=== design 1 ===
**Design 1: clock distribution**

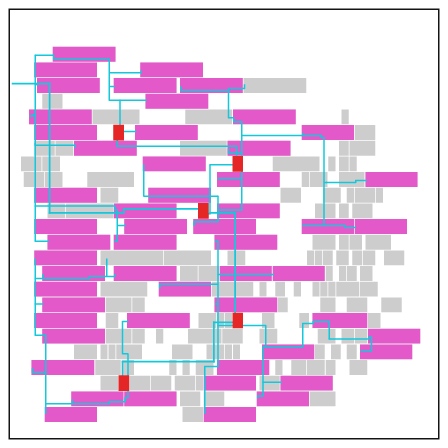

**src/rtl/hamming_uart_tx_fifo.sv**
```systemverilog
// Hamming(7,4) encoder feeding a codeword FIFO, drained back to back by a UART
// serialiser with configurable divider, optional even parity and 1/2 stop bits.
module hamming_uart_tx_fifo #(
  parameter int CLKS_PER_BIT = 16,
  parameter int FIFO_DEPTH   = 4,
  parameter int STOP_BITS    = 1,
  parameter int PARITY_EN    = 0
) (
  input  logic                         clk,
  input  logic                         rst,
  input  logic                         in_valid,
  input  logic [3:0]                   in_data,
  output logic                         in_ready,
  input  logic                         clr_ovf,
  output logic                         tx,
  output logic                         tx_busy,
  output logic [$clog2(FIFO_DEPTH):0]  fifo_count,
  output logic                         overflow
);

  localparam int PW = $clog2(FIFO_DEPTH);
  localparam int BW = $clog2(CLKS_PER_BIT);
  localparam logic [BW-1:0] BAUD_LAST = BW'(CLKS_PER_BIT - 1);
  localparam logic [PW:0]   DEPTH_L   = (PW+1)'(FIFO_DEPTH);
  localparam logic [2:0]    STOP_LAST = 3'(STOP_BITS - 1);

  typedef enum logic [2:0] {IDLE, START, DATA, PARITY, STOP} state_t;

  function automatic logic [6:0] hamming_encode(input logic [3:0] d);
    logic p1, p2, p3;
    p1 = d[0] ^ d[1] ^ d[3];
    p2 = d[0] ^ d[2] ^ d[3];
    p3 = d[1] ^ d[2] ^ d[3];
    return {d[3], d[2], d[1], p3, d[0], p2, p1};
  endfunction

  logic [6:0]    mem [FIFO_DEPTH];
  logic [PW-1:0] wr_ptr, rd_ptr;
  logic [PW:0]   count;
  logic          push, pop, empty;

  state_t        state, state_n;
  logic [BW-1:0] baud, baud_n;
  logic [2:0]    bit_cnt, bit_n;
  logic [7:0]    shreg;
  logic          tx_q, tx_n, load, bit_end;

  assign empty      = (count == '0);
  assign in_ready   = (count != DEPTH_L);
  assign push       = in_valid && in_ready;
  assign fifo_count = count;
  assign tx         = tx_q;
  assign tx_busy    = (state != IDLE);

  // Encode on entry; storage is data-only and carries no reset.
  always_ff @(posedge clk) begin
    if (push) mem[wr_ptr] <= hamming_encode(in_data);
    if (load) shreg <= {1'b0, mem[rd_ptr]};
  end

  always_ff @(posedge clk or posedge rst) begin
    if (rst) begin
      wr_ptr   <= '0;
      rd_ptr   <= '0;
      count    <= '0;
      overflow <= 1'b0;
    end else begin
      if (push) wr_ptr <= wr_ptr + PW'(1);
      if (pop)  rd_ptr <= rd_ptr + PW'(1);
      case ({push, pop})
        2'b10:   count <= count + (PW+1)'(1);
        2'b01:   count <= count - (PW+1)'(1);
        default: count <= count;
      endcase
      // A rejected push wins over a same-cycle clear.
      if (in_valid && !in_ready) overflow <= 1'b1;
      else if (clr_ovf)          overflow <= 1'b0;
    end
  end

  always_ff @(posedge clk or posedge rst) begin
    if (rst) begin
      state   <= IDLE;
      baud    <= '0;
      bit_cnt <= '0;
      tx_q    <= 1'b1;
    end else begin
      state   <= state_n;
      baud    <= baud_n;
      bit_cnt <= bit_n;
      tx_q    <= tx_n;
    end
  end

  // tx_n is the line level for the cycle after the edge, so tx stays registered.
  always_comb begin
    state_n = state;
    baud_n  = baud + BW'(1);
    bit_n   = bit_cnt;
    tx_n    = tx_q;
    pop     = 1'b0;
    load    = 1'b0;
    bit_end = (baud == BAUD_LAST);
    case (state)
      IDLE: begin
        baud_n = '0;
        tx_n   = 1'b1;
        if (!empty) begin
          pop     = 1'b1;
          load    = 1'b1;
          state_n = START;
          tx_n    = 1'b0;
        end
      end
      START: begin
        if (bit_end) begin
          state_n = DATA;
          baud_n  = '0;
          bit_n   = '0;
          tx_n    = shreg[0];
        end
      end
      DATA: begin
        if (bit_end) begin
          baud_n = '0;
          if (bit_cnt == 3'd7) begin
            if (PARITY_EN != 0) begin
              state_n = PARITY;
              tx_n    = ^shreg;
            end else begin
              state_n = STOP;
              bit_n   = '0;
              tx_n    = 1'b1;
            end
          end else begin
            bit_n = bit_cnt + 3'd1;
            tx_n  = shreg[bit_n];
          end
        end
      end
      PARITY: begin
        if (bit_end) begin
          state_n = STOP;
          baud_n  = '0;
          bit_n   = '0;
          tx_n    = 1'b1;
        end
      end
      STOP: begin
        if (bit_end) begin
          baud_n = '0;
          if (bit_cnt == STOP_LAST) begin
            // Chain straight into the next frame when more data is queued.
            if (!empty) begin
              pop     = 1'b1;
              load    = 1'b1;
              state_n = START;
              tx_n    = 1'b0;
            end else begin
              state_n = IDLE;
              tx_n    = 1'b1;
            end
          end else begin
            bit_n = bit_cnt + 3'd1;
          end
        end
      end
      default: begin
        state_n = IDLE;
        tx_n    = 1'b1;
      end
    endcase
  end

endmodule

```
**config.mk**
```make
export PLATFORM = sky130hd
export DESIGN_NAME = hamming_uart_tx_fifo
export DESIGN_NICKNAME = d
export VERILOG_FILES = /design/src/rtl/hamming_uart_tx_fifo.sv
export SDC_FILE = /design/constraint.sdc
export NUM_CORES = 1
export LEC_CHECK = 0
export CORE_UTILIZATION = 46
export CTS_BUF_LIST = sky130_fd_sc_hd__clkbuf_2
export CTS_CLUSTER_DIAMETER = 80
export DETAILED_ROUTE_END_ITERATION = 12
export PLACE_DENSITY = 0.74
export SYNTH_ARGS = -nofsm -noshare
export SYNTH_HDL_FRONTEND = slang
export SYNTH_SLANG_ARGS = --single-unit
```
**constraint.sdc**
```tcl
create_clock -name clk -period 3.1 [get_ports clk]
set_input_delay 0.31 -clock clk [delete_from_list [all_inputs] [get_ports clk]]
set_output_delay 0.31 -clock clk [all_outputs]
set_load 0.05 [all_outputs]
```
=== design 2 ===
[config.mk]
export PLATFORM = sky130hd
export DESIGN_NAME = counter_mod_n
export DESIGN_NICKNAME = d
export VERILOG_FILES = /design/src/rtl/clock_pkg.sv /design/src/rtl/bin_to_bcd2.sv /design/src/rtl/counter_mod_n.sv
export SDC_FILE = /design/constraint.sdc
export NUM_CORES = 1
export LEC_CHECK = 0
export ABC_CLOCK_PERIOD_IN_PS = 6400
export CORE_UTILIZATION = 35
export CTS_CLUSTER_DIAMETER = 60
export DETAILED_ROUTE_END_ITERATION = 10
export PLACE_DENSITY_LB_ADDON = 0.3
export SYNTH_ARGS = -nofsm -noshare
export SYNTH_HDL_FRONTEND = slang
export SYNTH_HIERARCHICAL = 1
export SYNTH_SLANG_ARGS = --single-unit
[constraint.sdc]
create_clock -name Clk -period 6.4 [get_ports Clk]
set_input_delay 0.64 -clock Clk [delete_from_list [all_inputs] [get_ports Clk]]
set_output_delay 0.64 -clock Clk [all_outputs]
set_load 0.03 [all_outputs]
[src/rtl/clock_pkg.sv]
// clock_pkg: shared moduli and widths for the alarm-clock time and alarm registers
package clock_pkg;
  localparam int MOD_SEC  = 60;
  localparam int MOD_MIN  = 60;
  localparam int MOD_HR24 = 24;
  localparam int MOD_HR12 = 12;
  localparam int W_SEC    = 6;
  localparam int W_MIN    = 6;
  localparam int W_HR     = 5;
endpackage

[src/rtl/bin_to_bcd2.sv]
// bin_to_bcd2: combinational binary (< 100) to two BCD digits
module bin_to_bcd2 #(
  parameter int WIDTH = 5
) (
  input  logic [WIDTH-1:0] bin,
  output logic [3:0]       tens,
  output logic [3:0]       units
);
  assign tens  = 4'(32'(bin) / 32'd10);
  assign units = 4'(32'(bin) % 32'd10);
endmodule

[src/rtl/counter_mod_n.sv]
// counter_mod_n: modulo-N up/down cascadable counter with wrap/saturate and registered BCD
module counter_mod_n
  import clock_pkg::*;
#(
  parameter int MODULUS = MOD_HR24,
  parameter int WIDTH   = W_HR,
  parameter int WRAP    = 1,
  parameter int RST_VAL = 0
) (
  input  logic             Clk,
  input  logic             Clr,
  input  logic             Enable,
  input  logic             LD,
  input  logic [WIDTH-1:0] IN,
  input  logic             Cnt,
  input  logic             Up,
  input  logic             Cin,
  output logic [WIDTH-1:0] COUNT,
  output logic [3:0]       BCD_T,
  output logic [3:0]       BCD_U,
  output logic             TC,
  output logic             CO,
  output logic             LD_ERR
);
  localparam logic [WIDTH-1:0] TOP   = WIDTH'(MODULUS - 1);
  localparam logic [WIDTH-1:0] RST   = WIDTH'(RST_VAL);
  localparam logic [3:0]       RST_T = 4'(RST_VAL / 10);
  localparam logic [3:0]       RST_U = 4'(RST_VAL % 10);
  generate
    if (MODULUS < 2 || MODULUS > 100 || (2.0 ** WIDTH) < MODULUS || RST_VAL >= MODULUS || RST_VAL < 0) begin : g_bad_params
      $error("counter_mod_n: illegal MODULUS/WIDTH/RST_VAL");
    end
  endgenerate
  logic             load;
  logic             step;
  logic             term;
  logic             ld_ok;
  logic [WIDTH-1:0] nxt;
  logic [3:0]       nxt_t;
  logic [3:0]       nxt_u;
  // ld_ok compares at 32 bits so MODULUS == 2**WIDTH cannot alias to zero
  always_comb begin
    load  = Enable & LD;
    step  = Enable & Cnt & Cin & ~LD;
    term  = Up ? COUNT == TOP : COUNT == '0;
    ld_ok = 32'(IN) < 32'(MODULUS);
    TC    = step & term;
    nxt   = load ? (ld_ok ? IN : COUNT)
          : !step ? COUNT
          : term ? (WRAP == 0 ? COUNT : Up ? '0 : TOP)
          : Up ? COUNT + WIDTH'(1) : COUNT - WIDTH'(1);
  end
  bin_to_bcd2 #(.WIDTH(WIDTH)) u_bcd (.bin(nxt), .tens(nxt_t), .units(nxt_u));
  always_ff @(posedge Clk) begin
    if (!Clr) begin
      COUNT  <= RST;
      BCD_T  <= RST_T;
      BCD_U  <= RST_U;
      CO     <= 1'b0;
      LD_ERR <= 1'b0;
    end else begin
      COUNT  <= nxt;
      BCD_T  <= nxt_t;
      BCD_U  <= nxt_u;
      CO     <= step & term & (WRAP != 0);
      LD_ERR <= load & ~ld_ok;
    end
  end
endmodule

=== design 3 ===
**src/rtl/serial_ripple_borrow_subtractor.sv**
```systemverilog
// Bit-serial ripple-borrow subtractor: D = A - B - Bin, one bit per clock, LSB first.
// A start/busy/done handshake frames each operation; D/Bout hold until the next completion.
module serial_ripple_borrow_subtractor #(
    parameter int WIDTH = 4
) (
    input  logic             i_clk,
    input  logic             i_rst,
    input  logic             i_start,
    input  logic [WIDTH-1:0] i_a,
    input  logic [WIDTH-1:0] i_b,
    input  logic             i_bin,
    output logic [WIDTH-1:0] o_d,
    output logic             o_bout,
    output logic             o_busy,
    output logic             o_done
);
    localparam int CW = (WIDTH > 1) ? $clog2(WIDTH) : 1;
    localparam logic [CW-1:0] CNT_ZERO = CW'(0);
    localparam logic [CW-1:0] CNT_ONE  = CW'(1);
    localparam logic [CW-1:0] CNT_LAST = CW'(WIDTH - 1);

    typedef enum logic [1:0] {
        S_IDLE  = 2'd0,
        S_SHIFT = 2'd1,
        S_DONE  = 2'd2
    } state_t;

    // Full-subtractor cell, returned as {borrow_out, difference}.
    function automatic logic [1:0] full_sub(input logic a, input logic b, input logic br);
        full_sub = {(~a & b) | (~(a ^ b) & br), a ^ b ^ br};
    endfunction

    state_t           r_state;
    logic [WIDTH-1:0] r_a;
    logic [WIDTH-1:0] r_b;
    logic [WIDTH-1:0] r_diff;
    logic             r_br;
    logic [CW-1:0]    r_cnt;

    logic [1:0]       w_fs;
    logic             w_d;
    logic             w_br_next;
    logic [WIDTH-1:0] w_diff_next;

    assign w_fs        = full_sub(r_a[0], r_b[0], r_br);
    assign w_d         = w_fs[0];
    assign w_br_next   = w_fs[1];
    assign w_diff_next = {w_d, r_diff[WIDTH-1:1]};

    // Handshake FSM and bit-serial datapath.
    always_ff @(posedge i_clk) begin
        if (i_rst) begin
            r_state <= S_IDLE;
            r_a     <= {WIDTH{1'b0}};
            r_b     <= {WIDTH{1'b0}};
            r_diff  <= {WIDTH{1'b0}};
            r_br    <= 1'b0;
            r_cnt   <= CNT_ZERO;
            o_d     <= {WIDTH{1'b0}};
            o_bout  <= 1'b0;
            o_busy  <= 1'b0;
            o_done  <= 1'b0;
        end else begin
            case (r_state)
                S_IDLE, S_DONE: begin
                    o_done <= 1'b0;
                    if (i_start) begin
                        r_a     <= i_a;
                        r_b     <= i_b;
                        r_br    <= i_bin;
                        r_cnt   <= CNT_ZERO;
                        o_busy  <= 1'b1;
                        r_state <= S_SHIFT;
                    end else begin
                        o_busy  <= 1'b0;
                        r_state <= S_IDLE;
                    end
                end
                S_SHIFT: begin
                    r_a    <= {1'b0, r_a[WIDTH-1:1]};
                    r_b    <= {1'b0, r_b[WIDTH-1:1]};
                    r_br   <= w_br_next;
                    r_diff <= w_diff_next;
                    r_cnt  <= r_cnt + CNT_ONE;
                    // The edge that consumes the MSB publishes the result.
                    if (r_cnt == CNT_LAST) begin
                        o_d     <= w_diff_next;
                        o_bout  <= w_br_next;
                        o_busy  <= 1'b0;
                        o_done  <= 1'b1;
                        r_state <= S_DONE;
                    end else begin
                        o_busy  <= 1'b1;
                        o_done  <= 1'b0;
                        r_state <= S_SHIFT;
                    end
                end
                default: begin
                    o_busy  <= 1'b0;
                    o_done  <= 1'b0;
                    r_state <= S_IDLE;
                end
            endcase
        end
    end

endmodule
```
**config.mk**
```make
export PLATFORM = sky130hd
export DESIGN_NAME = serial_ripple_borrow_subtractor
export DESIGN_NICKNAME = d
export VERILOG_FILES = /design/src/rtl/serial_ripple_borrow_subtractor.sv
export SDC_FILE = /design/constraint.sdc
export NUM_CORES = 1
export LEC_CHECK = 0
export ABC_AREA = 1
export CAP_MARGIN = 20
export CORE_ASPECT_RATIO = 1.5
export CORE_MARGIN = 2
export CORE_UTILIZATION = 49
export CTS_CLUSTER_DIAMETER = 80
export DETAILED_ROUTE_END_ITERATION = 10
export GPL_ROUTABILITY_DRIVEN = 0
export PLACE_DENSITY = 0.78
export SLEW_MARGIN = 30
export SYNTH_ARGS = -nofsm -noshare
export SYNTH_HDL_FRONTEND = slang
export SYNTH_SLANG_ARGS = --single-unit
```
**constraint.sdc**
```tcl
create_clock -name i_clk -period 1.3 [get_ports i_clk]
set_input_delay 0.13 -clock i_clk [delete_from_list [all_inputs] [get_ports i_clk]]
set_output_delay 0.13 -clock i_clk [all_outputs]
set_load 0.02 [all_outputs]
```
=== design 4 ===
`src/rtl/compressor_3to1_serial_seq.sv`:
```
// Serial three-operand adder: one 8-bit 3:1 compressor slice reused per byte,
// LSB byte first, carrying the 3:2 carry and final-adder carry between bytes.
module compressor_3to1_serial_seq #(
  parameter int NUM_BITS = 64
) (
  input  logic                clk,
  input  logic                rst_n,
  input  logic                in_valid,
  output logic                in_ready,
  input  logic [NUM_BITS-1:0] a,
  input  logic [NUM_BITS-1:0] b,
  input  logic [NUM_BITS-1:0] c,
  output logic                out_valid,
  input  logic                out_ready,
  output logic [NUM_BITS+1:0] sum,
  output logic                busy
);

  localparam int NUM_CHUNKS = NUM_BITS / 8;
  localparam int KW = (NUM_CHUNKS > 1) ? $clog2(NUM_CHUNKS) : 1;
  localparam logic [KW-1:0] K_LAST = KW'(NUM_CHUNKS - 1);

  typedef enum logic [1:0] {IDLE, RUN, HOLD} state_t;

  state_t              state;
  logic [NUM_BITS-1:0] a_q, b_q, c_q;
  logic                c3, ci;
  logic [KW-1:0]       k;
  logic [NUM_BITS+1:0] sum_q;

  logic [7:0] ps, gc, cv;
  logic [8:0] fa;
  logic       c3_nxt, ci_nxt;
  logic [1:0] top;
  logic       accept;

  // 3:2 stage folds the bytes into sum/carry vectors; the incoming c3 fills the
  // vacated carry bit 0 and the outgoing bit-7 carry becomes the next c3.
  assign ps     = a_q[7:0] ^ b_q[7:0] ^ c_q[7:0];
  assign gc     = (a_q[7:0] & b_q[7:0]) | (a_q[7:0] & c_q[7:0]) | (b_q[7:0] & c_q[7:0]);
  assign cv     = {gc[6:0], c3};
  assign fa     = {1'b0, ps} + {1'b0, cv} + {8'b0, ci};
  assign c3_nxt = gc[7];
  assign ci_nxt = fa[8];
  assign top    = {1'b0, c3_nxt} + {1'b0, ci_nxt};

  assign in_ready  = (state == IDLE) | ((state == HOLD) & out_ready);
  assign accept    = in_valid & in_ready;
  assign out_valid = (state == HOLD);
  assign busy      = (state == RUN);
  assign sum       = sum_q;

  // Operands shift right one byte per RUN cycle so the slice always sees byte 0.
  always_ff @(posedge clk or negedge rst_n) begin
    if (!rst_n) begin
      state <= IDLE;
      a_q   <= '0;
      b_q   <= '0;
      c_q   <= '0;
      c3    <= 1'b0;
      ci    <= 1'b0;
      k     <= '0;
      sum_q <= '0;
    end else if (state == RUN) begin
      a_q <= a_q >> 8;
      b_q <= b_q >> 8;
      c_q <= c_q >> 8;
      c3  <= c3_nxt;
      ci  <= ci_nxt;
      sum_q[{k, 3'b000} +: 8] <= fa[7:0];
      if (k == K_LAST) begin
        sum_q[NUM_BITS +: 2] <= top;
        state <= HOLD;
      end else begin
        k <= k + 1'b1;
      end
    end else if (accept) begin
      a_q   <= a;
      b_q   <= b;
      c_q   <= c;
      c3    <= 1'b0;
      ci    <= 1'b0;
      k     <= '0;
      state <= RUN;
    end else if ((state == HOLD) && out_ready) begin
      state <= IDLE;
    end
  end

endmodule

```
`config.mk`:
```
export PLATFORM = sky130hd
export DESIGN_NAME = compressor_3to1_serial_seq
export DESIGN_NICKNAME = d
export VERILOG_FILES = /design/src/rtl/compressor_3to1_serial_seq.sv
export SDC_FILE = /design/constraint.sdc
export NUM_CORES = 1
export LEC_CHECK = 0
export CAP_MARGIN = 30
export CORE_MARGIN = 1
export CORE_UTILIZATION = 52
export CTS_BUF_LIST = sky130_fd_sc_hd__clkbuf_4
export CTS_CLUSTER_SIZE = 14
export DETAILED_ROUTE_END_ITERATION = 10
export PLACE_DENSITY = 0.87
export SLEW_MARGIN = 15
export SYNTH_ARGS = -nofsm -noshare
export SYNTH_HDL_FRONTEND = slang
export SYNTH_SLANG_ARGS = --single-unit
export TNS_END_PERCENT = 10
```
`constraint.sdc`:
```
create_clock -name clk -period 3.25 [get_ports clk]
set_input_delay 0.4875 -clock clk [delete_from_list [all_inputs] [get_ports clk]]
set_output_delay 0.4875 -clock clk [all_outputs]
set_load 0.01 [all_outputs]
```
**Design 4: routing congestion**

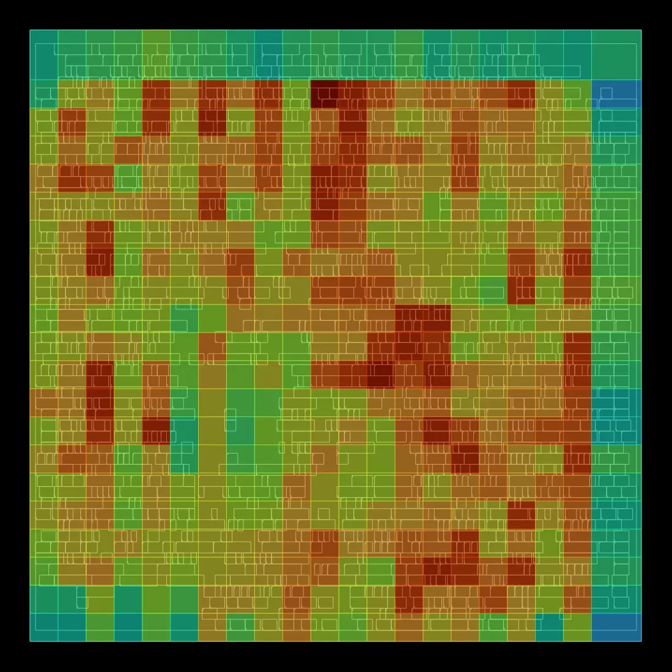
total global routing track utilization: 0.277
Top Usage Layer GRT: met2

==> results.py, design 4 <==
# Generated from Yosys and OpenROAD reports
metrics = {
    "yosys": {
        "synth.cellmix.compoundShare": 0.164,
        "synth.distinct_cells": 42,
        "synthMuxAreaShare": 0.00963,
        "synth-simple-area-share": 0.176,
        "ys_top_cells_by_area": "sky130_fd_sc_hd__dfrtp_1 58%, sky130_fd_sc_hd__nand2_1 15%, sky130_fd_sc_hd__a22oi_1 11%",
    },
    "clock_tree": {
        "ctsHtreeMaxLevel": 3,
        "cts.reportedPaths.clkPinSlew_ps": 70,
        "ctsRootBufferMaster": "sky130_fd_sc_hd__clkbuf_4",
        "cts_inserted_buffers": 70,
        "clk_latency_ps": 650,
    },
    "power": {
        "clock_power_share": 0.180,
        "p_seq_w": 0.00545,
        "power_clock_w": 0.00278,
    },
    "worst_setup_path": {
        "worstReg2RegEnd": "sum[64]",
        "worst_setup_path_end_kind": "flop",
        "timing.rr.start": "a_q[0]",
        "critical_path.max_stage_delay_ps": 480,
        "crit_path_max_fanout": 2,
    },
    "routing": {
        "route.final.wire_length_um": 30200,
        "route.met2.wl_um": 14900,
    },
    "global_route": {
        "gr-usage-met3": 0.0848,
    },
    "hold_path": {
        "worst_hold_path_class": "in -> reg",
    },
    "layout": {
        "logic_area_sq_mm": 0.00445,
        "final_core_utilization": 0.713,
        "fillCellCount": 1534,
    },
    "die": {
        "die_y_um": 150,
        "pin_count": 265,
    },
    "status": {
        "run_status": "finished clean",
    },
    "timing": {
        "final_hold_viol_count": 0,
    },
    "placed_design": {
        "preCtsSetupSlack_ps": 170,
    },
}
design 4: layout make-up:
type / count / share of cell area
clock buffers: 107 / 0.0529
diodes: 3 / 0.000495
multi-input cells: 821 / 0.293
repair buffers: 279 / 0.188
inverters: 13 / 0.00355
clock inverters: 6 / 0.00173
well taps: 275 / 0.0227
flip-flops and latches: 265 / 0.437
design 4: timing repair:
item / in CTS / in global routing
endpoints found under the hold margin: 102 / 0
hold buffers: 1 / 0
resized: 0 / 1
setup endpoints to repair: 0 / 3
design 4: cell usage after synthesis, drive strengths merged (2+ instances only):
library cell	instances
xor2	4
nand2	458
ha	15
mux2	8
or3	2
a22oi	168
nand3	9
mux2i	2
o31ai	11
fa	10
clkbuf	28
o22ai	4
or2	2
nor3	2
nand2b	6
a21o	4
o21ai	73
a21oi	7
o41ai	2
inv	13
nor2b	3
buf	45
dfrtp	265
nor3b	2
nor2	18
design 4: flip-flops by register name (all words and copies together), names as in the netlist:
| register | count |
|---|---|
| ci | 1 |
| c_q | 64 |
| a_q | 64 |
| k | 3 |
| b_q | 64 |
| sum | 66 |
| c3 | 1 |
| state | 2 |
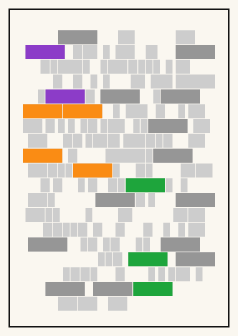
**Above:** design 3 (where the registers sit).
r_b: drawn in orange, sequential cells 4, where left middle. r_cnt: drawn in purple, sequential cells 2. r_diff: drawn in green, sequential cells 3.
Another 13 sequential cells are not coloured.

==> results.py, design 3 <==
# Generated from Yosys and OpenROAD reports
metrics = {
    "status": {
        "run_status": "finished clean",
    },
    "global_route": {
        "sum_of_overflow_across_all_layers_after_global_routing": 0,
    },
    "layout": {
        "clockNetworkAreaShare": 0.0193,
        "final.signal_inverter_count": 16,
        "stdcell_count": 163,
        "total_of_clock_buffers_placed_in_the_layout": 3,
    },
    "yosys": {
        "synth_stat.cells": 124,
        "ys.flops": 22,
        "mappedNetlistNets": 138,
        "synth_area_sq_um": 953,
        "synthXorXnorAreaFrac": 0,
    },
    "power": {
        "internal_portion_of_total_power_w": 0.000932,
        "power-per-cell-area_mw_per_mm2": 1100,
        "total_leakage_power_nw": 0.554,
    },
    "timing": {
        "timing.final.crit_period_ps": 1210,
    },
    "worst_setup_path": {
        "critical_path.max_stage_delay_ps": 410,
        "length_in_cells_of_the_worst_reg_to_reg_path": 6,
    },
}
design 3: synthesized netlist by cell type:
cell type                  instances
sky130_fd_sc_hd__nand3_1          18
sky130_fd_sc_hd__a21oi_1           4
sky130_fd_sc_hd__nand3b_1          1
sky130_fd_sc_hd__nor2_4            1
sky130_fd_sc_hd__nor2_2            1
sky130_fd_sc_hd__nor2_1           21
sky130_fd_sc_hd__inv_2             1
sky130_fd_sc_hd__buf_6             2
sky130_fd_sc_hd__buf_2             2
sky130_fd_sc_hd__inv_1            15
sky130_fd_sc_hd__ha_1              1
sky130_fd_sc_hd__nand2_2           2
sky130_fd_sc_hd__dfxtp_1          22
sky130_fd_sc_hd__buf_4             1
sky130_fd_sc_hd__o21ai_0           5
sky130_fd_sc_hd__o21bai_1          3
sky130_fd_sc_hd__nand2_1          15
sky130_fd_sc_hd__a21oi_2           1
sky130_fd_sc_hd__fa_1              1
sky130_fd_sc_hd__nand2_4           1
sky130_fd_sc_hd__nor3_1            6
design 3: per-layer routing:
layer	up-vias	share of wire	global-route usage
li1	429	-	-
met1	376	0.44	0.224
met2	17	0.51	0.304
met3	5	0.031	0.0230
met4	0	0.024	0.103
met5	-	0	0
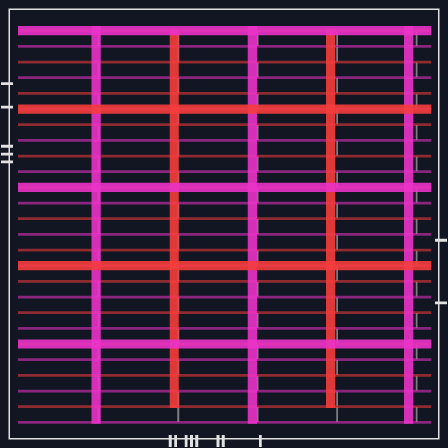
**Above:** design 1 (supply network).
Pins as bars on the die edge. Tap cells in grey.
VDD: drawn in red. VSS: drawn in magenta.
15 signal pins sit on the boundary. 67 tap cells. 5 straps on met4. 5 straps on met5.
vertical die dimension: 74.3 um
IR drop worst, VDD: 0.416 mV

## Picture notes: 'clock distribution' of design 1
clock wires: drawn in cyan, length 573 um. clock-net drivers: drawn in red, count 5. flip-flops: drawn in magenta, count 54.
Position of the flops: all over the die.

==> results.py, design 1 <==
# Generated from Yosys and OpenROAD reports
metrics = {
    "power": {
        "p_seq_w": 0.000959,
        "power_frac_seq": 0.537,
        "clock_power_share": 0.238,
    },
    "status": {
        "run_status": "finished clean",
    },
    "yosys": {
        "avgSynthCellArea_sq_um": 15.0,
        "post-synth-top-area-fraction": 0.437,
        "synth-edff-count": 35,
    },
    "layout": {
        "syn2layout_area_growth_pct": 11.5,
        "lay_top_cells": "35 x sky130_fd_sc_hd__edfxtp_1, 18 x sky130_fd_sc_hd__dfrtp_1, 14 x sky130_fd_sc_hd__clkdlybuf4s50_1",
        "drive_above_1_share": 0.124,
        "largest_register": "mem",
        "seq_share": 0.569,
    },
    "die": {
        "fp-utilization": 0.493,
        "pin_count": 15,
    },
    "routing": {
        "routedWlPerCell_um": 15.9,
    },
    "timing": {
        "setup_total_negative_slack_ps": 0,
        "rsz0062_at_grt": "no",
    },
    "global_route": {
        "grt.met1_usage": 0.196,
    },
    "clock_tree": {
        "post_cts_hold_buffer_count": 0,
    },
    "job": {
        "tool_warnings": 30,
    },
}
## design 1: Yosys cell counts (2+ instances only)
cell type and number:
sky130_fd_sc_hd__ha_1 9, sky130_fd_sc_hd__nand2b_1 4, sky130_fd_sc_hd__edfxtp_1 35, sky130_fd_sc_hd__mux4_2 8, sky130_fd_sc_hd__a21oi_1 5, sky130_fd_sc_hd__buf_6 2, sky130_fd_sc_hd__xnor2_1 9, sky130_fd_sc_hd__mux2_2 2
sky130_fd_sc_hd__buf_2 2, sky130_fd_sc_hd__nor2_1 8, sky130_fd_sc_hd__nand3_1 4, sky130_fd_sc_hd__mux2i_1 5, sky130_fd_sc_hd__o21ai_0 3, sky130_fd_sc_hd__inv_1 12, sky130_fd_sc_hd__and3_1 4, sky130_fd_sc_hd__dfrtp_1 18
sky130_fd_sc_hd__nand2_1 6, sky130_fd_sc_hd__xor2_1 4
## design 1: through the flow
stage          std cells  setup slack, ps  power [W]  area (sq um)
6_report             244              374    0.00179          2680
5_1_grt              244              178    0.00188          2680
4_1_cts              244              375    0.00181          2680
3_5_place_dp         236              418    0.00139          2590
3_3_place_gp         236              549    0.00136          2590
2_1_floorplan        160              492    0.00124          2410
**Design 2: supply network**

Pins as bars on the die edge. Tap cells in grey.
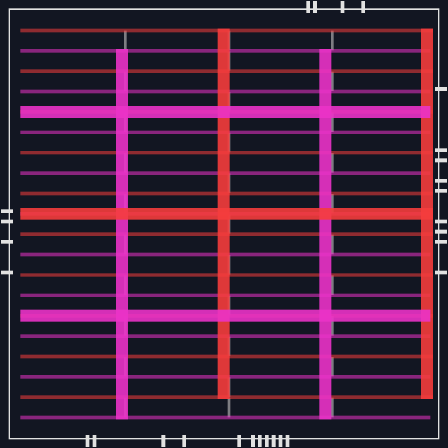
VSS: drawn in magenta. VDD: drawn in red.
20 met1 rails follow the rows. 4 straps on met4.

**Design 2: routing congestion**

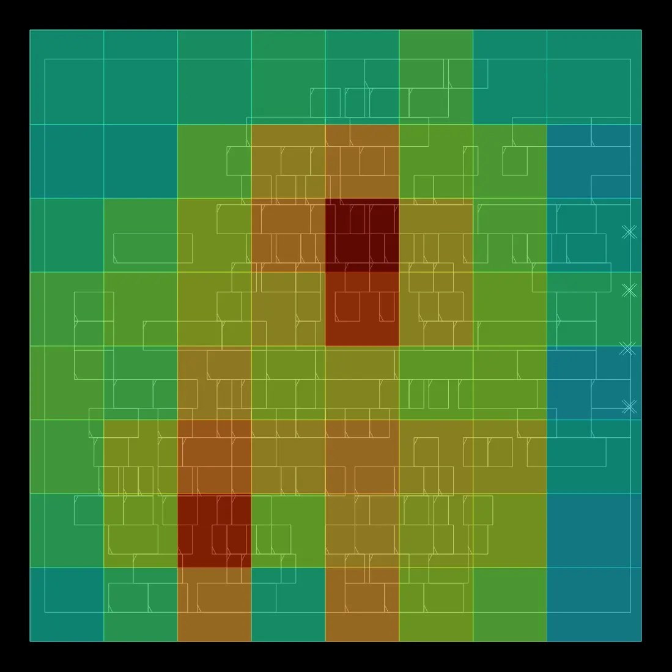
met2 layer usage reported by global route: 0.259
total global routing track utilization: 0.162

==> results.py, design 2 <==
# Generated from Yosys and OpenROAD reports
metrics = {
    "status": {
        "run_status": "finished with violations",
        "violations": "design-rule violations",
    },
    "die": {
        "placeableCoreArea_sq_mm": 0.00283,
        "pin_count": 28,
    },
    "yosys": {
        "synth_chip_area_sq_mm": 0.00106,
        "cell_type_with_the_highest_aggregate_area_in_the_netlist": "sky130_fd_sc_hd__dfxtp_1",
        "synth_area_sq_mm": 0.00106,
        "ys.flops": 15,
        "ys_top_cells_by_area": "sky130_fd_sc_hd__dfxtp_1 28%, sky130_fd_sc_hd__and2_1 7.6%, sky130_fd_sc_hd__ha_1 4.7%",
    },
    "clock_tree": {
        "cts_resized": 0,
    },
    "worst_setup_path": {
        "path_common_cell": "sky130_fd_sc_hd__o21ai_0",
        "cp-start-kind": "primary input",
        "path_delay_family": "AND-OR/OR-AND gates",
        "crit_path_end": "BCD_U[2]",
    },
    "layout": {
        "logic_area_sq_um": 694,
        "num_antenna_cells": 0,
        "layout.area.top_class": "multi-input combinational cells",
        "logic_gates": 100,
        "seq_share": 0.222,
    },
    "routing": {
        "drt_drc_violations_left": 8,
        "route.final.wire_length_um": 2410,
        "drtPass1Iterations": 7,
    },
    "power": {
        "fin_total_pwr_w": 0.000282,
        "vdd_ir_drop_max_mv": 0.0800,
    },
    "hold_path": {
        "hold_start": "COUNT[3]",
    },
    "global_route": {
        "grt.met1_usage": 0.216,
    },
    "placed_design": {
        "globalplace.congestion": 0.975,
    },
}
## design 2: logic make-up after synthesis
family | Yosys count | share of synthesized area
other cells | 1 | 0.00353
fa+ha+maj | 6 | 0.0765
compound gates | 35 | 0.238
buf+inv | 12 | 0.0682
mux | 2 | 0.0247
simple gates | 52 | 0.282
flops | 15 | 0.282
xor+xnor | 3 | 0.0247
## design 2: flip-flops by register name, summed over array words and instances (netlist names)
name	cells
BCD_U	4
COUNT	5
CO	1
LD_ERR	1
BCD_T	4
## design 2: tightest hold or removal path: stages, from the launching register on
cell and delay [ps]:
sky130_fd_sc_hd__dfxtp_1 390, sky130_fd_sc_hd__o22ai_1 180, sky130_fd_sc_hd__o31ai_1 80
## design 2: power breakdown
| part | switching (W) | total (W) | internal (W) | leakage, nW |
|---|---|---|---|---|
| clock | 0.0000321 | 0.0000553 | 0.0000232 | 0.0177 |
| sequential | 0.00000678 | 0.000109 | 0.000102 | 0.124 |
| combinational | 0.0000652 | 0.000119 | 0.0000533 | 0.389 |
| total | 0.000104 | 0.000282 | 0.000178 | 0.531 |

==> gallery <==
Placed cells, one colour a class.
Plate I
The bar under the picture is 10 um long.
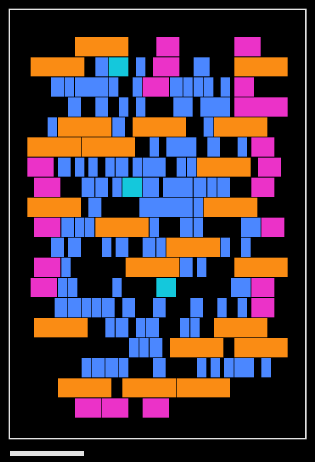
Plate II
The bar under the picture is 20 um long.
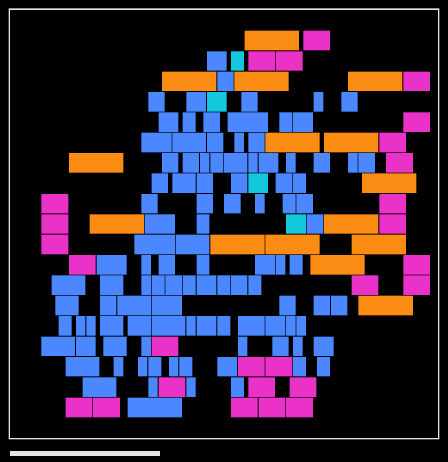
Plate III
The bar under the picture is 20 um long.
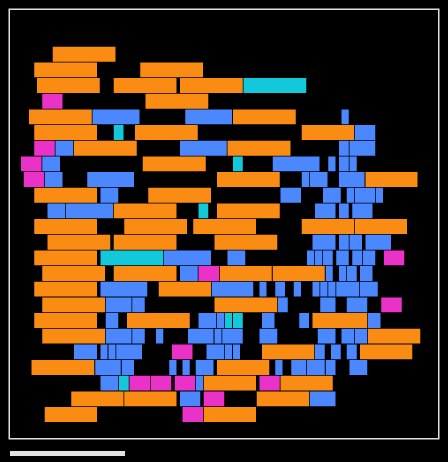
Plate IV
The bar under the picture is 50 um long.
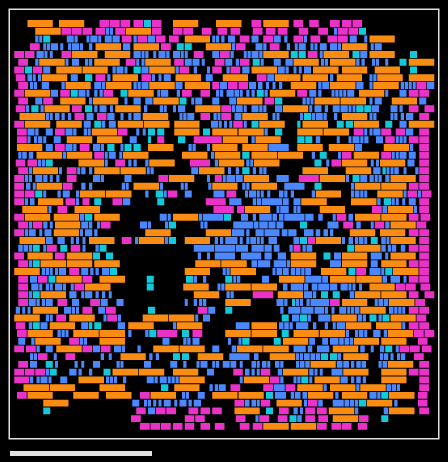
- Plate IV = design 4
- Plate II = design 2
- Plate III = design 1
- Plate I = design 3
- largest die: Plate IV
- lowest utilization: Plate II


=== design 5 ===
**Design 5: supply network**

Pins as bars on the die edge. Tap cells in grey.
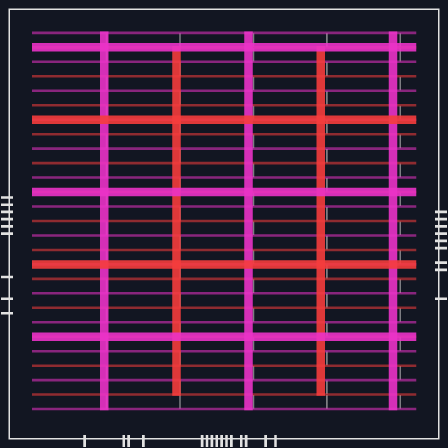

[config.mk]
export PLATFORM = sky130hd
export DESIGN_NAME = mux8_mem_arbiter
export DESIGN_NICKNAME = d
export VERILOG_FILES = /design/src/rtl/mux8_mem_arbiter.sv
export SDC_FILE = /design/constraint.sdc
export NUM_CORES = 1
export LEC_CHECK = 0
export ABC_CLOCK_PERIOD_IN_PS = 5100
export CORE_MARGIN = 4
export CORE_UTILIZATION = 35
export DETAILED_ROUTE_END_ITERATION = 12
export GPL_ROUTABILITY_DRIVEN = 0
export MAX_ROUTING_LAYER = met4
export PLACE_DENSITY = 0.54
export SYNTH_ARGS = -nofsm -noshare
export SYNTH_HDL_FRONTEND = slang
export SYNTH_SLANG_ARGS = --single-unit
[constraint.sdc]
create_clock -name clk -period 5.1 [get_ports clk]
set_input_delay 1.02 -clock clk [delete_from_list [all_inputs] [get_ports clk]]
set_output_delay 1.02 -clock clk [all_outputs]
set_load 0.03 [all_outputs]
[src/rtl/mux8_mem_arbiter.sv]
// Arbitrates eight requesters onto one memory port: picks a winner, drives the
// mux8 select, holds the memory strobe until mem_resp, then pulses req_resp.
module mux8_mem_arbiter #(
  parameter bit RR_ENABLE = 1'b1,
  parameter int N_REQ     = 8
) (
  input  logic       clk,
  input  logic       rst_n,
  input  logic [7:0] req_read,
  input  logic [7:0] req_write,
  output logic [7:0] req_resp,
  output logic [2:0] sel,
  output logic       mem_read,
  output logic       mem_write,
  input  logic       mem_resp,
  output logic       busy
);

  if (N_REQ != 8) begin : g_bad_n_req
    $error("mux8_mem_arbiter: N_REQ must be 8 to match the 3-bit mux select");
  end

  // Handshake: a requester raises req_read/req_write and holds it until its
  // req_resp bit pulses for one cycle; it may still be high during that pulse.
  // The memory sees a level strobe held until the one-cycle mem_resp.
  typedef enum logic [0:0] {IDLE, BUSY} state_t;

  state_t     state_q, state_d;
  logic [2:0] sel_q, sel_d;
  logic [2:0] last_q, last_d;
  logic       mem_read_q, mem_read_d;
  logic       mem_write_q, mem_write_d;
  logic       busy_q, busy_d;
  logic [7:0] resp_q, resp_d;

  logic [7:0] pending;
  logic [2:0] scan_idx;
  logic [2:0] winner;
  logic       found;
  logic       holdoff;

  assign pending = req_read | req_write;

  always_comb begin
    found    = 1'b0;
    winner   = 3'd0;
    scan_idx = 3'd0;
    for (int i = 0; i < 8; i++) begin
      scan_idx = RR_ENABLE ? 3'(last_q + 3'(i + 1)) : 3'(i);
      if (!found && pending[scan_idx]) begin
        found  = 1'b1;
        winner = scan_idx;
      end
    end
  end

  // In the req_resp cycle the served requester's lines are stale; if it would
  // win again, wait one cycle rather than granting anyone else in its place.
  assign holdoff = (resp_q != 8'h00) && (winner == last_q);

  always_comb begin
    state_d     = state_q;
    sel_d       = sel_q;
    last_d      = last_q;
    mem_read_d  = mem_read_q;
    mem_write_d = mem_write_q;
    busy_d      = busy_q;
    resp_d      = 8'h00;
    case (state_q)
      IDLE: begin
        if (found && !holdoff) begin
          sel_d       = winner;
          mem_write_d = req_write[winner];
          mem_read_d  = !req_write[winner];
          busy_d      = 1'b1;
          state_d     = BUSY;
        end
      end
      BUSY: begin
        if (mem_resp) begin
          resp_d      = 8'h01 << sel_q;
          mem_read_d  = 1'b0;
          mem_write_d = 1'b0;
          busy_d      = 1'b0;
          last_d      = sel_q;
          state_d     = IDLE;
        end
      end
      default: state_d = IDLE;
    endcase
  end

  always_ff @(posedge clk or negedge rst_n) begin
    if (!rst_n) begin
      state_q     <= IDLE;
      sel_q       <= 3'd0;
      last_q      <= 3'd7;
      mem_read_q  <= 1'b0;
      mem_write_q <= 1'b0;
      busy_q      <= 1'b0;
      resp_q      <= 8'h00;
    end else begin
      state_q     <= state_d;
      sel_q       <= sel_d;
      last_q      <= last_d;
      mem_read_q  <= mem_read_d;
      mem_write_q <= mem_write_d;
      busy_q      <= busy_d;
      resp_q      <= resp_d;
    end
  end

  assign sel       = sel_q;
  assign mem_read  = mem_read_q;
  assign mem_write = mem_write_q;
  assign busy      = busy_q;
  assign req_resp  = resp_q;

endmodule
=== design 6 ===
[config.mk]
export PLATFORM = sky130hd
export DESIGN_NAME = ins_mem_loader_flat
export DESIGN_NICKNAME = d
export VERILOG_FILES = /design/src/rtl/ins_mem_loader_if.sv /design/src/rtl/ins_mem_loader.sv /design/src/flat_wrapper.sv
export SDC_FILE = /design/constraint.sdc
export NUM_CORES = 1
export LEC_CHECK = 0
export ABC_AREA = 1
export CAP_MARGIN = 20
export CORE_ASPECT_RATIO = 2
export CORE_MARGIN = 4
export CORE_UTILIZATION = 30
export DETAILED_ROUTE_END_ITERATION = 10
export SKIP_CTS_REPAIR_TIMING = 1
export SLEW_MARGIN = 20
export SYNTH_ARGS = -nofsm -noshare
export SYNTH_HDL_FRONTEND = slang
export SYNTH_SLANG_ARGS = --single-unit
[constraint.sdc]
create_clock -name clk -period 2.45 [get_ports clk]
set_clock_uncertainty 0.2 [all_clocks]
set_input_delay 0.245 -clock clk [delete_from_list [all_inputs] [get_ports clk]]
set_output_delay 0.245 -clock clk [all_outputs]
set_load 0.005 [all_outputs]
[src/rtl/ins_mem_loader_if.sv]
// rtl/ins_mem_loader_if.sv - host byte stream and BRAM port A bundle for ins_mem_loader
interface ins_mem_loader_if #(
    parameter int INS_ADDR_WIDTH = 8,
    parameter int INS_WIDTH      = 64
);
    logic                      s_valid;
    logic [7:0]                s_data;
    logic                      s_ready;
    logic                      ins_ena;
    logic                      ins_wea;
    logic [INS_ADDR_WIDTH-1:0] ins_addra;
    logic [INS_WIDTH-1:0]      ins_dina;

    // master: host byte source plus the BRAM write port it feeds
    modport master (
        output s_valid, s_data,
        input  s_ready, ins_ena, ins_wea, ins_addra, ins_dina
    );

    modport slave (
        input  s_valid, s_data,
        output s_ready, ins_ena, ins_wea, ins_addra, ins_dina
    );
endinterface

[src/rtl/ins_mem_loader.sv]
// rtl/ins_mem_loader.sv - loads a length-prefixed byte stream into instruction BRAM port A
module ins_mem_loader #(
    parameter int INS_ADDR_WIDTH = 8,
    parameter int INS_WIDTH      = 64,
    parameter int TIMEOUT_CYCLES = 1024
) (
    input  logic                    clk,
    input  logic                    rstn,
    input  logic                    start,
    ins_mem_loader_if.slave         bus,
    output logic [INS_ADDR_WIDTH:0] ins_count,
    output logic                    core_run,
    output logic                    load_err
);
    localparam int WB = INS_WIDTH / 8;
    localparam int BW = (WB > 1) ? $clog2(WB) : 1;
    localparam int TW = (TIMEOUT_CYCLES > 1) ? $clog2(TIMEOUT_CYCLES) : 1;
    localparam logic [TW-1:0] IDLE_LAST = TW'((TIMEOUT_CYCLES > 0) ? TIMEOUT_CYCLES - 1 : 0);
    localparam logic [BW-1:0] BYTE_LAST = BW'(WB - 1);
    localparam logic [16:0]   DEPTH     = 17'(2 ** INS_ADDR_WIDTH);

    typedef enum logic [2:0] {
        S_IDLE, S_LEN_LO, S_LEN_HI, S_DATA, S_WRITE, S_DONE, S_ERR
    } state_t;

    state_t                  state_q;
    logic                    s_ready_q;
    logic                    wea_q;
    logic                    core_run_q;
    logic                    load_err_q;
    logic [15:0]             len_q;
    logic [BW-1:0]           byte_q;
    logic [TW-1:0]           idle_q;
    logic [INS_ADDR_WIDTH:0] cnt_q;
    logic [INS_WIDTH-1:0]    shift_q;

    logic                    xfer;
    logic                    timeout_hit;
    logic [15:0]             len_d;
    logic [INS_ADDR_WIDTH:0] cnt_d;
    logic                    last_word;

    always_comb begin
        xfer        = bus.s_valid && s_ready_q;
        timeout_hit = (TIMEOUT_CYCLES != 0) && !xfer && (idle_q == IDLE_LAST);
        len_d       = {bus.s_data, len_q[7:0]};
        cnt_d       = cnt_q + 1'b1;
        last_word   = (17'(cnt_d) == {1'b0, len_q});
    end

    // cnt_q is both the word index (write address) and the running instruction count
    always_ff @(posedge clk or negedge rstn) begin
        if (!rstn) begin
            state_q    <= S_IDLE;
            s_ready_q  <= 1'b0;
            wea_q      <= 1'b0;
            core_run_q <= 1'b0;
            load_err_q <= 1'b0;
            len_q      <= '0;
            byte_q     <= '0;
            idle_q     <= '0;
            cnt_q      <= '0;
            shift_q    <= '0;
        end else begin
            wea_q <= 1'b0;
            case (state_q)
                S_IDLE, S_DONE, S_ERR: begin
                    if (start) begin
                        state_q    <= S_LEN_LO;
                        s_ready_q  <= 1'b1;
                        cnt_q      <= '0;
                        byte_q     <= '0;
                        idle_q     <= '0;
                        core_run_q <= 1'b0;
                        load_err_q <= 1'b0;
                    end
                end
                S_LEN_LO: begin
                    if (xfer) begin
                        len_q[7:0] <= bus.s_data;
                        idle_q     <= '0;
                        state_q    <= S_LEN_HI;
                    end else if (timeout_hit) begin
                        state_q    <= S_ERR;
                        s_ready_q  <= 1'b0;
                        load_err_q <= 1'b1;
                    end else begin
                        idle_q <= idle_q + 1'b1;
                    end
                end
                S_LEN_HI: begin
                    if (xfer) begin
                        len_q  <= len_d;
                        idle_q <= '0;
                        if (len_d == 16'd0) begin
                            state_q    <= S_DONE;
                            s_ready_q  <= 1'b0;
                            core_run_q <= 1'b1;
                        end else if ({1'b0, len_d} > DEPTH) begin
                            state_q    <= S_ERR;
                            s_ready_q  <= 1'b0;
                            load_err_q <= 1'b1;
                        end else begin
                            state_q <= S_DATA;
                        end
                    end else if (timeout_hit) begin
                        state_q    <= S_ERR;
                        s_ready_q  <= 1'b0;
                        load_err_q <= 1'b1;
                    end else begin
                        idle_q <= idle_q + 1'b1;
                    end
                end
                S_DATA: begin
                    if (xfer) begin
                        shift_q[8*byte_q +: 8] <= bus.s_data;
                        idle_q                 <= '0;
                        if (byte_q == BYTE_LAST) begin
                            byte_q    <= '0;
                            state_q   <= S_WRITE;
                            s_ready_q <= 1'b0;
                            wea_q     <= 1'b1;
                        end else begin
                            byte_q <= byte_q + 1'b1;
                        end
                    end else if (timeout_hit) begin
                        state_q    <= S_ERR;
                        s_ready_q  <= 1'b0;
                        load_err_q <= 1'b1;
                    end else begin
                        idle_q <= idle_q + 1'b1;
                    end
                end
                S_WRITE: begin
                    cnt_q  <= cnt_d;
                    idle_q <= '0;
                    if (last_word) begin
                        state_q    <= S_DONE;
                        core_run_q <= 1'b1;
                    end else begin
                        state_q   <= S_DATA;
                        s_ready_q <= 1'b1;
                    end
                end
                default: begin
                    state_q   <= S_IDLE;
                    s_ready_q <= 1'b0;
                end
            endcase
        end
    end

    // shift_q holds the complete word during WRITE, so it doubles as the write data
    assign bus.s_ready   = s_ready_q;
    assign bus.ins_wea   = wea_q;
    assign bus.ins_ena   = wea_q;
    assign bus.ins_addra = cnt_q[INS_ADDR_WIDTH-1:0];
    assign bus.ins_dina  = shift_q;
    assign ins_count     = cnt_q;
    assign core_run      = core_run_q;
    assign load_err      = load_err_q;
endmodule

[src/flat_wrapper.sv]
// flat-port wrapper written by rule: the top's interface ports become plain ports
module ins_mem_loader_flat 
#(
    parameter int INS_ADDR_WIDTH = 8,
    parameter int INS_WIDTH      = 64,
    parameter int TIMEOUT_CYCLES = 1024
)
  (clk, rstn, start, ins_count, core_run, load_err, bus_s_valid, bus_s_data, bus_s_ready, bus_ins_ena, bus_ins_wea, bus_ins_addra, bus_ins_dina);
  ins_mem_loader_if #(.INS_ADDR_WIDTH(INS_ADDR_WIDTH), .INS_WIDTH(INS_WIDTH)) bus_i ();
  input  logic clk;
  input  logic rstn;
  input  logic start;
  output logic [INS_ADDR_WIDTH:0] ins_count;
  output logic core_run;
  output logic load_err;
  input wire logic [$bits(bus_i.s_valid)-1:0] bus_s_valid;
  input wire logic [$bits(bus_i.s_data)-1:0] bus_s_data;
  output wire logic [$bits(bus_i.s_ready)-1:0] bus_s_ready;
  output wire logic [$bits(bus_i.ins_ena)-1:0] bus_ins_ena;
  output wire logic [$bits(bus_i.ins_wea)-1:0] bus_ins_wea;
  output wire logic [$bits(bus_i.ins_addra)-1:0] bus_ins_addra;
  output wire logic [$bits(bus_i.ins_dina)-1:0] bus_ins_dina;
  assign bus_i.s_valid = bus_s_valid;
  assign bus_i.s_data = bus_s_data;
  assign bus_s_ready = bus_i.s_ready;
  assign bus_ins_ena = bus_i.ins_ena;
  assign bus_ins_wea = bus_i.ins_wea;
  assign bus_ins_addra = bus_i.ins_addra;
  assign bus_ins_dina = bus_i.ins_dina;
  ins_mem_loader #(.INS_ADDR_WIDTH(INS_ADDR_WIDTH), .INS_WIDTH(INS_WIDTH), .TIMEOUT_CYCLES(TIMEOUT_CYCLES)) u_core (.clk(clk), .rstn(rstn), .start(start), .bus(bus_i), .ins_count(ins_count), .core_run(core_run), .load_err(load_err));
endmodule
**Design 6: routing congestion**

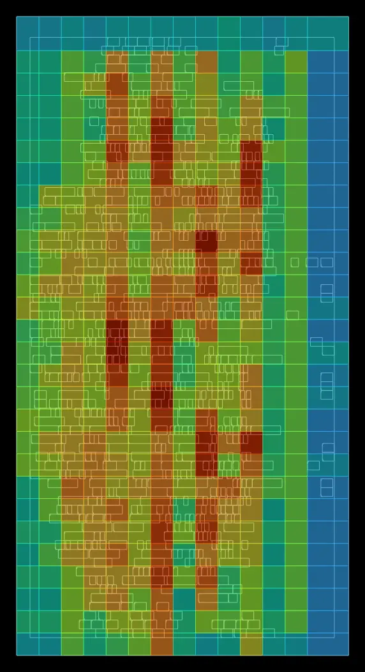
wire length per cell: 16.1 um
total global routing track utilization: 0.166
Top Usage Layer GRT: met2
met3 global-route usage: 0.0266

==> results.py, design 6 <==
# Generated from Yosys and OpenROAD reports
metrics = {
    "status": {
        "run_status": "finished clean",
    },
    "layout": {
        "layout.nets": 791,
        "area.sequential_sq_mm": 0.00273,
        "num_antenna_cells": 0,
    },
    "global_route": {
        "grt_max_degree": 42,
        "sum_of_overflow_across_all_layers_after_global_routing": 0,
    },
    "power": {
        "switching_share": 0.397,
        "total_leakage_power_nw": 3.17,
        "vdd_ir_drop_max_mv": 0.397,
    },
    "routing": {
        "vias": 4697,
    },
    "yosys": {
        "cell_type_with_the_highest_aggregate_area_in_the_netlist": "sky130_fd_sc_hd__dfrtp_1",
        "synth.distinct_cells": 34,
        "synthXorXnorAreaFrac": 0.00164,
        "post-synth-top-area-fraction": 0.510,
        "synth.yosys.seq_area_share": 0.510,
        "synth_stat.cells": 655,
        "mappedNetlistNets": 673,
        "synth_chip_area_sq_mm": 0.00535,
        "synth-edff-count": 0,
    },
    "clock_tree": {
        "ctsHtreeMaxLevel": 3,
    },
    "die": {
        "fp-utilization": 0.308,
        "design.die.area_sq_mm": 0.0202,
        "placeableCoreArea_sq_mm": 0.0174,
        "die_y_um": 197,
        "pin_count": 98,
    },
    "worst_setup_path": {
        "length_in_cells_of_the_worst_reg_to_reg_path": 5,
        "path_delay_family": "simple AND/OR/NAND/NOR gates",
    },
    "timing": {
        "hold_slack_ps": 223,
        "timing.final.crit_period_ps": 2290,
        "final_hold_viol_count": 0,
        "final_min_period_over_clock_period": 0.935,
    },
    "placed_design": {
        "post_dp_cell_area_sq_mm": 0.00670,
    },
    "hold_path": {
        "worst_hold_path_class": "in -> async",
    },
    "job": {
        "tool_warnings": 28,
    },
}
==> design 6: worst max path at each step <==
stage	from	end	slack (ps)	depth (start not counted)
3_5_place_dp	u_core.byte_q[1]	u_core.bus.ins_dina[21]	160	8
6_report	u_core.state_q[2]	u_core.bus.ins_dina[39]	160	5
5_1_grt	u_core.byte_q[1]	u_core.bus.ins_dina[14]	-30	8
2_1_floorplan	u_core.byte_q[0]	u_core.bus.ins_dina[49]	20	11
4_1_cts	u_core.byte_q[1]	u_core.bus.ins_dina[17]	120	8
3_3_place_gp	u_core.state_q[2]	u_core.bus.ins_dina[33]	210	5
==> design 6: layer usage <==
metal / vias up / routed length [um] / GRT usage / share of wire
li1: 2391 / - / - / -
met1: 2201 / 5790 / 0.173 / 0.37
met2: 82 / 9150 / 0.319 / 0.58
met3: 23 / 417 / 0.0266 / 0.026
met4: 0 / 504 / 0.0681 / 0.032
met5: - / 0 / 0 / 0
==> design 6: layout make-up <==
type,instances,share of cell area
Inverter,64,0.0341
Timing Repair Buffer,133,0.178
Clock buffer,9,0.0319
Sequential cell,109,0.387
Multi-Input combinational cell,456,0.321
Tap cell,210,0.0373
Clock inverter,7,0.0114
**Design 5: placed cells, one colour a class**

The bar under the picture is 20 um long.
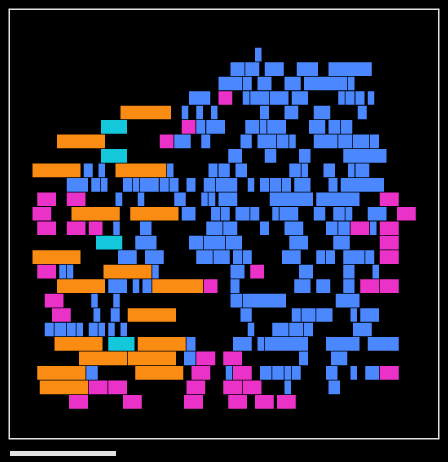
remaining buffers and delay cells: drawn in magenta, cells 38, share of their area 17%. clock drivers and dummy loads: drawn in cyan, cells 4, share of their area 2.5%. remaining logic cells: drawn in blue, cells 184, share of their area 60%. registers: drawn in orange, cells 18, share of their area 21%.
Core Box Area: 0.00511 sq mm
final design area excluding fillers: 0.00229 sq mm
floorplan row count: 26
sequential cell area share: 0.198

## Picture notes: 'supply network' of design 5
VSS: drawn in magenta. VDD: drawn in red.
27 met1 rails follow the rows. 5 straps on met5. The core has 26 rows. 70 tap cells.
Die Span X: 80.5 um
IR drop worst, VDD: 0.325 mV
vertical die dimension: 80.5 um

==> results.py, design 5 <==
# Generated from Yosys and OpenROAD reports
metrics = {
    "status": {
        "run_status": "finished clean",
    },
    "routing": {
        "drtPass1Iterations": 4,
    },
    "layout": {
        "lay_top_count": "sky130_fd_sc_hd__clkdlybuf4s50_1",
        "stdcell_count": 314,
    },
    "yosys": {
        "synth.cellmix.compoundShare": 0.222,
        "synth_async_sr_flop_share": 1.00,
        "synth_top_flop_cell": "sky130_fd_sc_hd__dfrtp_1",
        "synth_chip_area_sq_mm": 0.00184,
        "synth.most_common_cell": "sky130_fd_sc_hd__nand2_1",
        "ys_top_cells_by_area": "sky130_fd_sc_hd__dfrtp_1 20%, sky130_fd_sc_hd__mux4_2 8.6%, sky130_fd_sc_hd__mux2i_1 5.4%",
    },
    "clock_tree": {
        "max-clock-path-buffers": 2,
        "ctsHtreeMaxLevel": 1,
        "cts_resized": 0,
        "cts.repair_timing.setup_buffer_count": 0,
    },
    "power": {
        "power-per-cell-area_mw_per_mm2": 700,
        "total_leakage_power_nw": 0.902,
    },
    "timing": {
        "clock-skew-final_ps": 3.74,
        "drv_slew": 0,
        "setup_ws_ps": 489,
    },
    "worst_setup_path": {
        "worst_reg2reg_setup_slack_ps": 950,
        "crit_path_max_fanout": 9,
        "critical_path.max_stage_delay_ps": 560,
    },
    "hold_path": {
        "hold-path-cell-count": 2,
    },
    "global_route": {
        "global_route_wire_length_before_repair_um": 8980,
        "initial_antenna_violation_count": 0,
        "sum_of_overflow_across_all_layers_after_global_routing": 0,
    },
    "placed_design": {
        "io_buf_count": 32,
        "dp.cells": 310,
        "preCtsSetupSlack_ps": 268,
    },
}
[design 5: cells by family after synthesis]
logic type | after synthesis
xor+xnor | 4
compound gates | 56
flops | 18
buf+inv | 19
mux | 22
simple gates | 91
fa+ha+maj | 2
[design 5: power by group]
part	internal [W]	leakage (nW)	switching [W]	total [W]
clock network	0.0000686	0.0288	0.0000455	0.000114
registers	0.000204	0.224	0.0000642	0.000268
logic	0.000535	0.649	0.000688	0.00122
[design 5: layer usage]
metal / global-route usage / part of all wire / vias to the layer above
li1: - / - / 878
met1: 0.231 / 0.45 / 859
met2: 0.323 / 0.51 / 39
met3: 0.00897 / 0.036 / 3
met4: 0.0321 / 0.0058 / 0
met5: - / 0 / -
[design 5: sequential cells by signal, indices dropped and copies added, names as in the netlist]
name,flops
busy,1
state_q,1
mem_write,1
last_q,3
sel,3
mem_read,1
req_resp,8
[design 5: layout make-up]
class	count	area [sq um]	area share
Multi-Input combinational cell	175	1300	0.566
Sequential cell	18	454	0.198
Timing Repair Buffer	38	365	0.159
Tap cell	70	87.6	0.0382
Clock buffer	4	55.1	0.0240
Inverter	9	33.8	0.0147


==> screenshots <==
Clock distribution.
shot_01.png
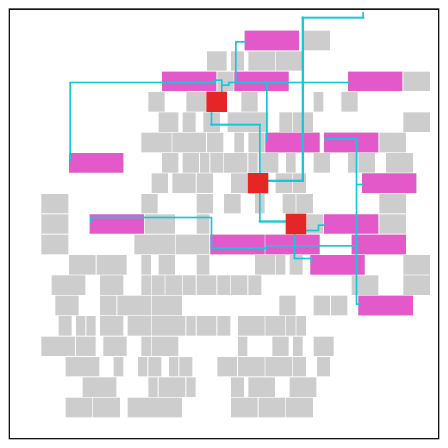
shot_02.png
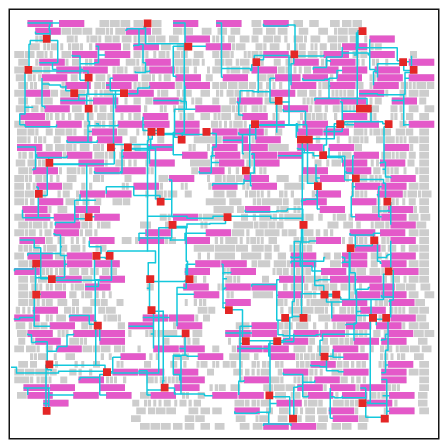
shot_03.png
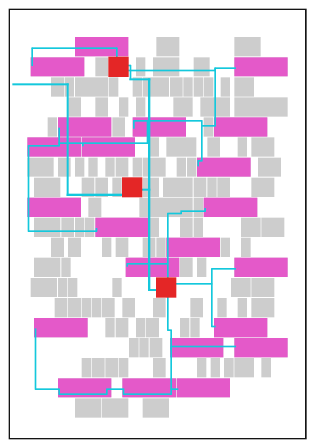
shot_04.png
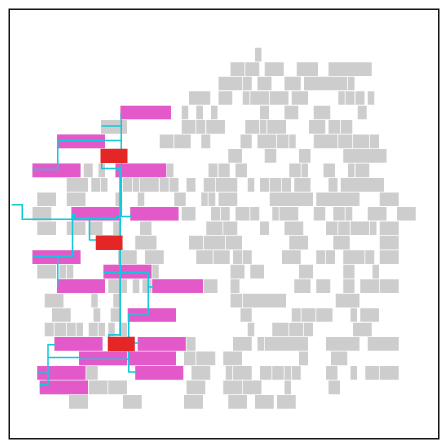
shot_05.png
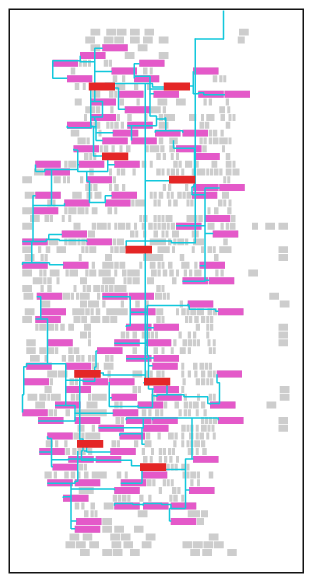
shot_05.png: design 6
shot_01.png: design 2
shot_03.png: design 3
shot_04.png: design 5
shot_02.png: design 4

Power and IR drop assume default switching activity.
